==================== block 1
==> block_1/met2.png <==
Cells faint in the background.
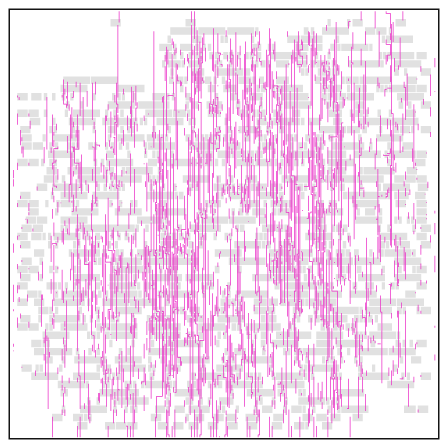

$ cat src/rtl/dnn_argmax.sv
// Sequential argmax over a snapshot of ROWS signed scores. Reports the winning
// index, the winning score and the best-minus-second-best margin with a one-cycle done pulse.
module dnn_argmax #(
  parameter int ROWS   = 10,
  parameter int DATA_W = 9,
  parameter int IDX_W  = (ROWS > 1) ? $clog2(ROWS) : 1
) (
  input  logic                     clk,
  input  logic                     rst,
  input  logic [ROWS*DATA_W-1:0]   score_vector,
  input  logic                     start,
  output logic                     ready,
  output logic                     busy,
  output logic                     done,
  output logic [IDX_W-1:0]         class_idx,
  output logic signed [DATA_W-1:0] max_score,
  output logic [DATA_W:0]          margin,
  output logic [1:0]               state_dbg
);

  // Handshake: a request is taken on a rising edge where start && ready; start
  // at any other time is dropped, and done is a single-cycle pulse.
  typedef enum logic [1:0] {
    IDLE = 2'd0,
    SCAN = 2'd1,
    DONE = 2'd2
  } state_t;

  localparam logic signed [DATA_W-1:0] MIN_VAL = {1'b1, {(DATA_W-1){1'b0}}};
  localparam logic [IDX_W-1:0]         LAST    = IDX_W'(ROWS - 1);

  state_t                   state_q, state_d;
  logic signed [DATA_W-1:0] snap_q [ROWS];
  logic signed [DATA_W-1:0] best_q, second_q, best_d, second_d, x;
  logic signed [DATA_W-1:0] fin_best, fin_second, elem0;
  logic [IDX_W-1:0]         idx_q, idx_d, ptr_q, fin_idx;
  logic [DATA_W:0]          fin_margin;
  logic                     accept, enter_done;

  assign ready     = (state_q == IDLE);
  assign busy      = (state_q == SCAN);
  assign done      = (state_q == DONE);
  assign state_dbg = state_q;

  assign accept     = (state_q == IDLE) && start;
  assign enter_done = (state_d == DONE) && (state_q != DONE);
  assign elem0      = score_vector[DATA_W-1:0];
  assign x          = snap_q[ptr_q];

  always_ff @(posedge clk or posedge rst) begin
    if (rst) state_q <= IDLE;
    else     state_q <= state_d;
  end

  always_comb begin
    state_d = state_q;
    case (state_q)
      IDLE:    if (start) state_d = (ROWS == 1) ? DONE : SCAN;
      SCAN:    if (ptr_q == LAST) state_d = DONE;
      DONE:    state_d = IDLE;
      default: state_d = IDLE;
    endcase
  end

  // One compare step of the scan; strict '>' keeps the lowest index on ties.
  always_comb begin
    best_d   = best_q;
    second_d = second_q;
    idx_d    = idx_q;
    if (x > best_q) begin
      second_d = best_q;
      best_d   = x;
      idx_d    = ptr_q;
    end else if (x > second_q) begin
      second_d = x;
    end
  end

  // Final result: from the last scan step, or straight from element 0 when
  // a single-row configuration jumps from IDLE to DONE.
  always_comb begin
    if (state_q == SCAN) begin
      fin_best   = best_d;
      fin_second = second_d;
      fin_idx    = idx_d;
    end else begin
      fin_best   = elem0;
      fin_second = MIN_VAL;
      fin_idx    = '0;
    end
    fin_margin = {fin_best[DATA_W-1], fin_best} - {fin_second[DATA_W-1], fin_second};
  end

  always_ff @(posedge clk or posedge rst) begin
    if (rst) begin
      for (int i = 0; i < ROWS; i++) snap_q[i] <= '0;
      best_q    <= '0;
      second_q  <= '0;
      idx_q     <= '0;
      ptr_q     <= '0;
      class_idx <= '0;
      max_score <= '0;
      margin    <= '0;
    end else begin
      if (accept) begin
        for (int i = 0; i < ROWS; i++) snap_q[i] <= score_vector[i*DATA_W +: DATA_W];
        best_q   <= elem0;
        second_q <= MIN_VAL;
        idx_q    <= '0;
        ptr_q    <= IDX_W'(1);
      end else if (state_q == SCAN) begin
        best_q   <= best_d;
        second_q <= second_d;
        idx_q    <= idx_d;
        ptr_q    <= ptr_q + 1'b1;
      end
      if (enter_done) begin
        class_idx <= fin_idx;
        max_score <= fin_best;
        margin    <= fin_margin;
      end
    end
  end

endmodule

$ cat config.mk
export PLATFORM = sky130hd
export DESIGN_NAME = dnn_argmax
export DESIGN_NICKNAME = d
export VERILOG_FILES = /design/src/rtl/dnn_argmax.sv
export SDC_FILE = /design/constraint.sdc
export NUM_CORES = 1
export LEC_CHECK = 0
export ABC_AREA = 1
export CORE_MARGIN = 2
export CORE_UTILIZATION = 40
export DETAILED_ROUTE_END_ITERATION = 6
export GPL_TIMING_DRIVEN = 0
export PLACE_DENSITY_LB_ADDON = 0.1
export SLEW_MARGIN = 20
export SYNTH_ARGS = -nofsm -noshare
export SYNTH_HDL_FRONTEND = slang
export SYNTH_SLANG_ARGS = --single-unit
$ cat constraint.sdc
create_clock -name clk -period 8.05 [get_ports clk]
set_input_delay 2.0125 -clock clk [delete_from_list [all_inputs] [get_ports clk]]
set_output_delay 2.0125 -clock clk [all_outputs]
set_load 0.01 [all_outputs]
==================== block 2
===== config.mk =====
export PLATFORM = sky130hd
export DESIGN_NAME = axis_wtow2
export DESIGN_NICKNAME = d
export VERILOG_FILES = /design/src/rtl/axis_wtow2.sv
export SDC_FILE = /design/constraint.sdc
export NUM_CORES = 1
export LEC_CHECK = 0
export CORE_MARGIN = 2
export CORE_UTILIZATION = 30
export CTS_CLUSTER_DIAMETER = 80
export DETAILED_ROUTE_END_ITERATION = 8
export SLEW_MARGIN = 10
export SYNTH_ARGS = -nofsm -noshare
export SYNTH_HDL_FRONTEND = slang
export SYNTH_SLANG_ARGS = --single-unit
export TNS_END_PERCENT = 30

===== constraint.sdc =====
create_clock -name clk_line -period 2.3 [get_ports clk_line]
set_input_delay 0.345 -clock clk_line [delete_from_list [all_inputs] [get_ports clk_line]]
set_output_delay 0.345 -clock clk_line [all_outputs]
set_load 0.01 [all_outputs]

===== src/rtl/axis_wtow2.sv =====
// axis_wtow2 -- AXI4-Stream width up-converter.
//
// Packs pairs of C_WIDTH_TDATA/2-bit input beats into one C_WIDTH_TDATA-bit
// output beat. The first narrow beat of a pair lands in the low lanes and the
// second in the high lanes. A packet that ends on an odd beat is emitted as a
// half beat with zero upper data and keep, so two packets never share a wide
// beat. One narrow beat per cycle is sustained while out_TREADY stays high.
//
// Ports:
//   clk_line        line clock, rising edge
//   clk_line_rst_n  asynchronous active-low reset
//   in_TVALID/in_TREADY/in_TDATA/in_TKEEP/in_TLAST      narrow AXIS slave
//   out_TVALID/out_TREADY/out_TDATA/out_TKEEP/out_TLAST wide AXIS master,
//                                                       all outputs registered
module axis_wtow2 #(
  parameter int C_WIDTH_TDATA = 512,
  parameter int C_WIDTH_TKEEP = C_WIDTH_TDATA / 8
) (
  input  logic                       clk_line,
  input  logic                       clk_line_rst_n,
  input  logic                       in_TVALID,
  output logic                       in_TREADY,
  input  logic [C_WIDTH_TDATA/2-1:0] in_TDATA,
  input  logic [C_WIDTH_TKEEP/2-1:0] in_TKEEP,
  input  logic                       in_TLAST,
  output logic                       out_TVALID,
  input  logic                       out_TREADY,
  output logic [C_WIDTH_TDATA-1:0]   out_TDATA,
  output logic [C_WIDTH_TKEEP-1:0]   out_TKEEP,
  output logic                       out_TLAST
);

  localparam int HW = C_WIDTH_TDATA / 2;
  localparam int HK = C_WIDTH_TKEEP / 2;

  // S_LOW : nothing held, no wide beat pending
  // S_HIGH: low half held, waiting for its partner
  // S_FULL: wide beat presented on the output
  typedef enum logic [1:0] {
    S_LOW  = 2'd0,
    S_HIGH = 2'd1,
    S_FULL = 2'd2
  } state_t;

  state_t        state;
  logic [HW-1:0] held_low;
  logic [HK-1:0] held_keep;

  logic accept;
  logic emit;
  logic first_slot;

  // Ready depends only on state and downstream ready, never on in_TVALID.
  assign in_TREADY = clk_line_rst_n && ((state != S_FULL) || out_TREADY);
  assign accept    = in_TVALID && in_TREADY;
  assign emit      = out_TVALID && out_TREADY;

  // A new beat starts a pair either from idle or when the pending wide beat
  // leaves in the same cycle (back-to-back operation out of S_FULL).
  assign first_slot = (state == S_LOW) || ((state == S_FULL) && emit);

  // NOTE: every register here, datapath included, is cleared by reset so the
  // output bus reads zero and no stale half beat survives a mid-packet reset.
  always_ff @(posedge clk_line or negedge clk_line_rst_n) begin
    if (!clk_line_rst_n) begin
      state      <= S_LOW;
      held_low   <= '0;
      held_keep  <= '0;
      out_TVALID <= 1'b0;
      out_TLAST  <= 1'b0;
      out_TDATA  <= '0;
      out_TKEEP  <= '0;
    end else begin
      // NOTE: non-blocking assignments throughout, so every branch sees the
      // pre-edge state and the order of statements below does not matter.
      if (first_slot) begin
        if (accept && in_TLAST) begin
          // Single-beat tail: emit a half beat with empty upper lanes.
          out_TDATA  <= {{HW{1'b0}}, in_TDATA};
          out_TKEEP  <= {{HK{1'b0}}, in_TKEEP};
          out_TLAST  <= 1'b1;
          out_TVALID <= 1'b1;
          state      <= S_FULL;
        end else if (accept) begin
          held_low   <= in_TDATA;
          held_keep  <= in_TKEEP;
          out_TVALID <= 1'b0;
          state      <= S_HIGH;
        end else if (state == S_FULL) begin
          // Pending beat taken, nothing new arrived.
          out_TVALID <= 1'b0;
          state      <= S_LOW;
        end
      end else if ((state == S_HIGH) && accept) begin
        out_TDATA  <= {in_TDATA, held_low};
        out_TKEEP  <= {in_TKEEP, held_keep};
        out_TLAST  <= in_TLAST;
        out_TVALID <= 1'b1;
        state      <= S_FULL;
      end
      // S_FULL without emit: output held stable under backpressure.
    end
  end

endmodule


==================== block 3
==> src/rtl/score_pkg.sv <==
// Shared types and default parameters for the tennis/squash scoring engine.
package score_pkg;

  typedef enum logic [1:0] {
    S_PLAY       = 2'd0,
    S_GAME_WON   = 2'd1,
    S_MATCH_OVER = 2'd2
  } state_t;

  typedef enum logic [1:0] {
    WIN_NONE = 2'b00,
    WIN_P1   = 2'b01,
    WIN_P2   = 2'b10
  } winner_t;

  localparam int unsigned DEF_POINTS_TO_GAME = 3;
  localparam int unsigned DEF_GAMES_TO_MATCH = 3;
  localparam int unsigned DEF_SQUASH_MAX     = 7;

endpackage

==> src/rtl/btn_edge_sync.sv <==
// Two-flop synchronizer plus delay flop; emits a one-cycle pulse per rising edge.
module btn_edge_sync (
  input  logic clk,
  input  logic rst,
  input  logic btn,
  output logic pt
);

  logic s1, s2, s3;

  always_ff @(posedge clk) begin
    if (rst) begin
      s1 <= 1'b0;
      s2 <= 1'b0;
      s3 <= 1'b0;
    end else begin
      s1 <= btn;
      s2 <= s1;
      s3 <= s2;
    end
  end

  assign pt = s2 & ~s3;

endmodule

==> src/rtl/score_keeper.sv <==
// Scoring engine: button pulses -> game points, games won / squash rallies, match result.
module score_keeper
  import score_pkg::*;
#(
  parameter int unsigned POINTS_TO_GAME = DEF_POINTS_TO_GAME,
  parameter int unsigned GAMES_TO_MATCH = DEF_GAMES_TO_MATCH,
  parameter int unsigned SQUASH_MAX     = DEF_SQUASH_MAX
) (
  input  logic       clk,
  input  logic       rst,
  input  logic       btn_p1,
  input  logic       btn_p2,
  input  logic       squash_switch,
  input  logic       new_match,
  output logic [1:0] player1_score,
  output logic [1:0] player2_score,
  output logic [2:0] player1_match_score,
  output logic [2:0] player2_match_score,
  output logic       match_over,
  output logic [1:0] winner
);

  localparam logic [1:0] PT_LAST  = 2'(POINTS_TO_GAME - 1);
  localparam logic [2:0] GM_WIN   = 3'(GAMES_TO_MATCH);
  localparam logic [2:0] SQ_LIMIT = 3'(SQUASH_MAX);

  logic   pt1, pt2;
  logic   sq_q;
  logic   gw;
  state_t state;
  logic   clear;
  logic [2:0] g1_inc, g2_inc;

  btn_edge_sync u_sync_p1 (.clk(clk), .rst(rst), .btn(btn_p1), .pt(pt1));
  btn_edge_sync u_sync_p2 (.clk(clk), .rst(rst), .btn(btn_p2), .pt(pt2));

  // A mode flip behaves exactly like a new_match pulse.
  assign clear  = new_match | (squash_switch ^ sq_q);
  assign g1_inc = player1_match_score + 3'd1;
  assign g2_inc = player2_match_score + 3'd1;

  always_ff @(posedge clk) begin
    if (rst) begin
      sq_q                <= 1'b0;
      state               <= S_PLAY;
      gw                  <= 1'b0;
      player1_score       <= '0;
      player2_score       <= '0;
      player1_match_score <= '0;
      player2_match_score <= '0;
      match_over          <= 1'b0;
      winner              <= WIN_NONE;
    end else begin
      sq_q <= squash_switch;
      if (clear) begin
        state               <= S_PLAY;
        gw                  <= 1'b0;
        player1_score       <= '0;
        player2_score       <= '0;
        player1_match_score <= '0;
        player2_match_score <= '0;
        match_over          <= 1'b0;
        winner              <= WIN_NONE;
      end else begin
        case (state)
          S_PLAY: begin
            // Simultaneous points cancel each other.
            if (pt1 ^ pt2) begin
              if (squash_switch) begin
                if (pt1 && player1_match_score != SQ_LIMIT)
                  player1_match_score <= g1_inc;
                if (pt2 && player2_match_score != SQ_LIMIT)
                  player2_match_score <= g2_inc;
              end else if (pt1) begin
                if (player1_score == PT_LAST) begin
                  state <= S_GAME_WON;
                  gw    <= 1'b0;
                end else begin
                  player1_score <= player1_score + 2'd1;
                end
              end else begin
                if (player2_score == PT_LAST) begin
                  state <= S_GAME_WON;
                  gw    <= 1'b1;
                end else begin
                  player2_score <= player2_score + 2'd1;
                end
              end
            end
          end
          S_GAME_WON: begin
            player1_score <= '0;
            player2_score <= '0;
            state         <= S_PLAY;
            if (!gw) begin
              player1_match_score <= g1_inc;
              if (g1_inc == GM_WIN) begin
                state      <= S_MATCH_OVER;
                winner     <= WIN_P1;
                match_over <= 1'b1;
              end
            end else begin
              player2_match_score <= g2_inc;
              if (g2_inc == GM_WIN) begin
                state      <= S_MATCH_OVER;
                winner     <= WIN_P2;
                match_over <= 1'b1;
              end
            end
          end
          S_MATCH_OVER: ;
          default: state <= S_PLAY;
        endcase
      end
    end
  end

endmodule
==> config.mk <==
export PLATFORM = sky130hd
export DESIGN_NAME = score_keeper
export DESIGN_NICKNAME = d
export VERILOG_FILES = /design/src/rtl/score_pkg.sv /design/src/rtl/btn_edge_sync.sv /design/src/rtl/score_keeper.sv
export SDC_FILE = /design/constraint.sdc
export NUM_CORES = 1
export LEC_CHECK = 0
export CORE_AREA = 2 2 48 50
export DETAILED_ROUTE_END_ITERATION = 7
export DIE_AREA = 0 0 50 52
export PLACE_DENSITY = 0.77
export REMOVE_ABC_BUFFERS = 1
export SYNTH_ARGS = -nofsm -noshare
export SYNTH_HDL_FRONTEND = slang
export SYNTH_SLANG_ARGS = --single-unit
==> constraint.sdc <==
create_clock -name clk -period 4.9 [get_ports clk]
set_input_delay 0.49 -clock clk [delete_from_list [all_inputs] [get_ports clk]]
set_output_delay 0.49 -clock clk [all_outputs]
set_load 0.05 [all_outputs]
==> block_1/final_congestion.png <==
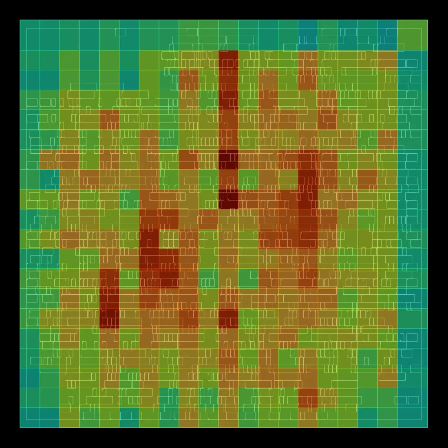
grt met1 use: 35.5%
gr busiest metal: met1
GRT met3 Usage: 3.71%
Final Util: 52.1%

==> block_1/registers.png <==
Other sequential cells in the stronger gray, the rest of the logic in the fainter gray.
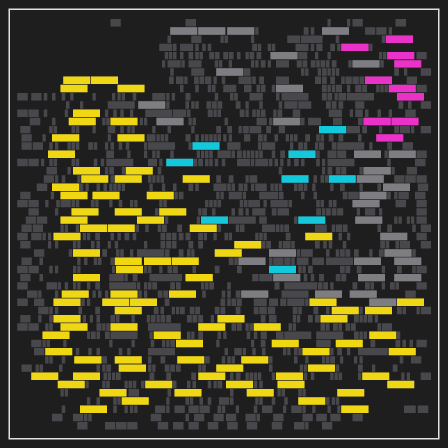
legend:
  `margin`:
    color: magenta
    placed_flops: 10
    where: upper right
  `snap_q`:
    color: yellow
    placed_flops: 90
  `best_q`:
    color: cyan
    placed_flops: 9
FF/Latch Area: 0.00353 sq mm
flop share of the area: 36.3%

## Picture notes: block_1/met2.png
nets with wire on the layer: 939
share of all routed wire: 43%
longest straight run: 52.4 um
main direction: vertical
drt total wl: 22100 um
met2 usage: 34.4%

==> out/results.ini, block 1 <==
[synthesis]
top_cell_area_share_pct = 46.6
synth_cell_type_count = 43
top_area_cell = dfrtp_1
yosys_register_bits = 141
yosys_area_sq_mm = 0.00757
syn_avg_cell_area_sq_um = 7.42
ys_cells = 1020

[final_timing]
fmax_mhz = 213
worst_pin_slew_ns = 0.622
rsz0062_at_grt = no
finalCritPeriodShare_pct = 58.2
timing.hold.ws_ns = 0.473
finClkSkew_ns = 0.0104
relSlewSlack_pct = 58.5

[clock_tree]
cts_tree = done
cts_root_buf = clkbuf_16
clock_latency_ns = 0.43
clkSinkCount = 141

[critical_path]
r2r_cells = 30
cpPeakStageDelay_ns = 0.42
rr_endpoint = margin[6]
crit_path_end_kind = register

[layout]
largest_register_ff_count = 90
comb_cells = 766
buffers_excl_clock = 169
flop-count = 141
finalNetCount = 1283
clk_share_pct = 6.31
largest_class = logic gates
drive_gt1_share_pct = 6.74
final_area_sq_mm = 0.00971

[grt]
grt_pass1_vias = 6763

[floorplan]
core-area_sq_mm = 0.0186
die_h_um = 142
die-area_sq_mm = 0.0200
io_pins = 121
rows = 50

[drt]
first_iter_violations = 535
vias = 6975
dr.pass1.iters = 5
antenna_left = 0

[worst_hold_path]
hold_class = reg2reg
min-delay-start = snap_q[75]

[outcome]
status = completed

==> block_3/final_congestion.png <==
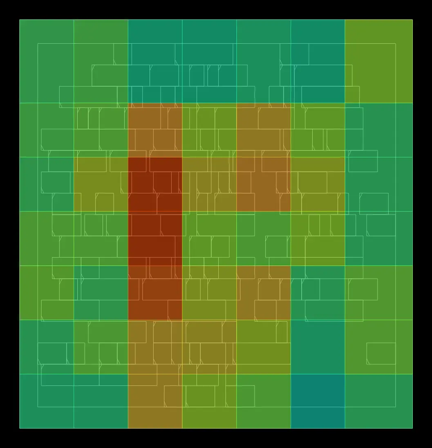
met2 usage: 26.8%
wire per inst: 11.6 um
GRT met3 Usage: 2.59%
Final Util: 61.2%
grt met1 use: 21.4%

==> out/results.ini, block 3 <==
[layout]
comb_area_sq_um = 563
area_delta_synth_final_pct = 21.9
final_area_sq_mm = 0.00129
comb_share_pct = 43.7
layout_top_cells = 23 x dfxtp_1, 18 x clkdlybuf4s50_1, 10 x nor2b_1
finalNetCount = 143
drive_gt1_share_pct = 9.38

[synthesis]
top_cell_area_share_pct = 43.6
yosys_register_bits = 23
logic_family = simple AND/OR/NAND/NOR gates
ys_cells = 109
xor_share_pct = 3.31
yosys_area_sq_mm = 0.00106
ff_type = dfxtp_1

[floorplan]
die_w_um = 50
die-area_sq_mm = 0.00260
io_pins = 19
core-area_sq_mm = 0.00211

[critical_path]
reg2reg_slack_ns = 2.94
critPathBufInv = 1
critPathSlowestCell = clkdlybuf4s50_1

[drt]
wl_met2_um = 919
antenna_left = 0
wl_met1_um = 797
wl_met3_um = 63
highest_layer = met4
first_iter_violations = 5

[grt]
grt_pass1_vias = 759
grt.busiest_layer = met2
grt_pass1_wl_um = 3240

[outcome]
status = completed

[clock_tree]
clk_pin_slew_worst_paths_ns = 0.13
cts_resized = 0
ctsHoldBuffers = 0
htreeDepth = 1
cts_setup_buffers = 0

[placed_design]
placed_cell_area_sq_mm = 0.00126
hpwl_um = 1430
numPortBuffers = 18

[worst_hold_path]
hold_path_depth = 2
min-delay-start = match_over
hold_class = reg2reg

[final_timing]
finalCritPeriodShare_pct = 42.0
setup_ws_ns = 2.84
slew_viol_final = 0

[job]
warning_count = 27

==> block_2/final_congestion.png <==
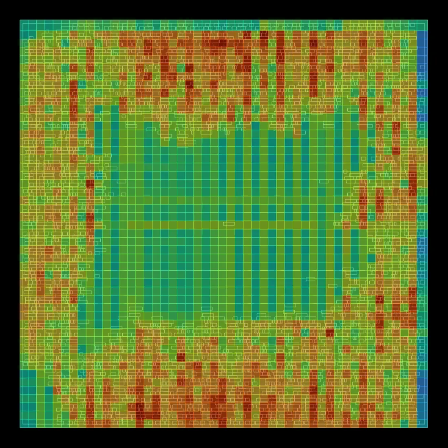
gr busiest metal: met2
GRT met3 Usage: 4.52%

==> block_2/met1.png <==
Supply wires on this layer in gray. Cells faint in the background.
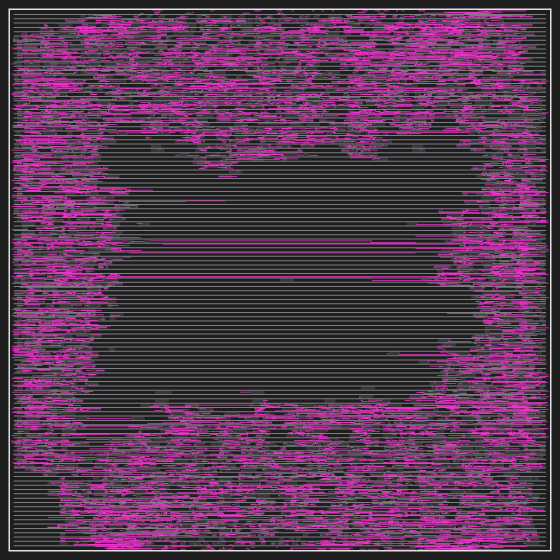
share of all routed wire: 42%
wire length on this layer: 46.1 mm
main direction: horizontal
vias post-DR: 25628
drt total wl: 110000 um
grt met1 use: 23.6%

==> out/results.ini, block 2 <==
[floorplan]
die_h_um = 340
die_w_um = 340
fp-utilization_pct = 30.2

[layout]
comb_area_sq_mm = 0.0110
inv_count = 1
largest-register = out_TDATA
largest_register_ff_count = 512
final_common_cell = clkdlybuf4s50_1
largest_class = registers
flop_area_sq_mm = 0.0217
fill_cells = 10401

[synthesis]
synth_cell_type_count = 24
top_area_cell = dfrtp_1
synth.area.top_cells = dfrtp_1 64%, mux2_2 8.9%, a22o_1 7.4%
top_cell_area_share_pct = 64.0
common_cells = 867 x dfrtp_1, 580 x nand2_1, 290 x nor2_1
ys_cells = 2837
fp_nets = 3130
ys_async_sr_fraction_pct = 100
ff_type = dfrtp_1

[final_timing]
slew_viol_final = 0
timing.hold.ws_ns = 0.0869
rsz0062_at_grt = no

[placed_design]
numPortBuffers = 871
hpwl_um = 79900

[clock_tree]
clock_latency_ns = 0.66
clkSinkCount = 867
cts_resized = 2
cts_root_buf = clkbuf_16

[critical_path]
critPathBufInv = 1
critPathSlowestCell = clkdlybuf4s50_1
worstPathMaxFanout = 2
cp.required_ns = 1.96

[worst_hold_path]
hold_class = in2async

[drt]
viasPerCell = 4.79
first_iter_violations = 1602

[job]
warning_count = 38

[grt]
grt_max_degree = 163
track_usage_pct = 18.6

[outcome]
status = completed



## Gallery

Wires at chosen ports, followed through buffers.
shot_01.png
Scale bar: 20 um.
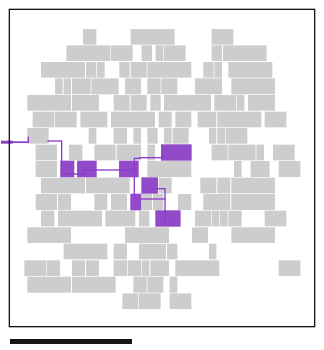
shot_02.png
Scale bar: 50 um.
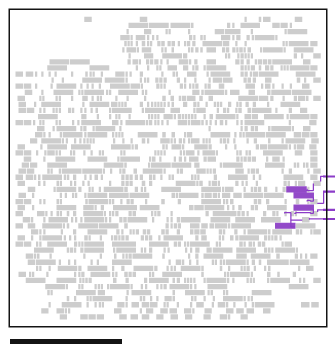
shot_03.png
Scale bar: 100 um.
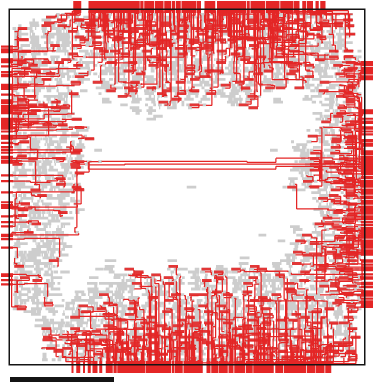
- most cells: shot_03.png
| picture | from |
|---|---|
| shot_02.png | block 1 |
| shot_03.png | block 2 |
| shot_01.png | block 3 |

Key to shot_03.png:
legend:
  `out_TDATA`:
    color: red
    bits: 512
    direction: output
    end_cells: 512
    buffers: 512
    wire: 27.8 mm

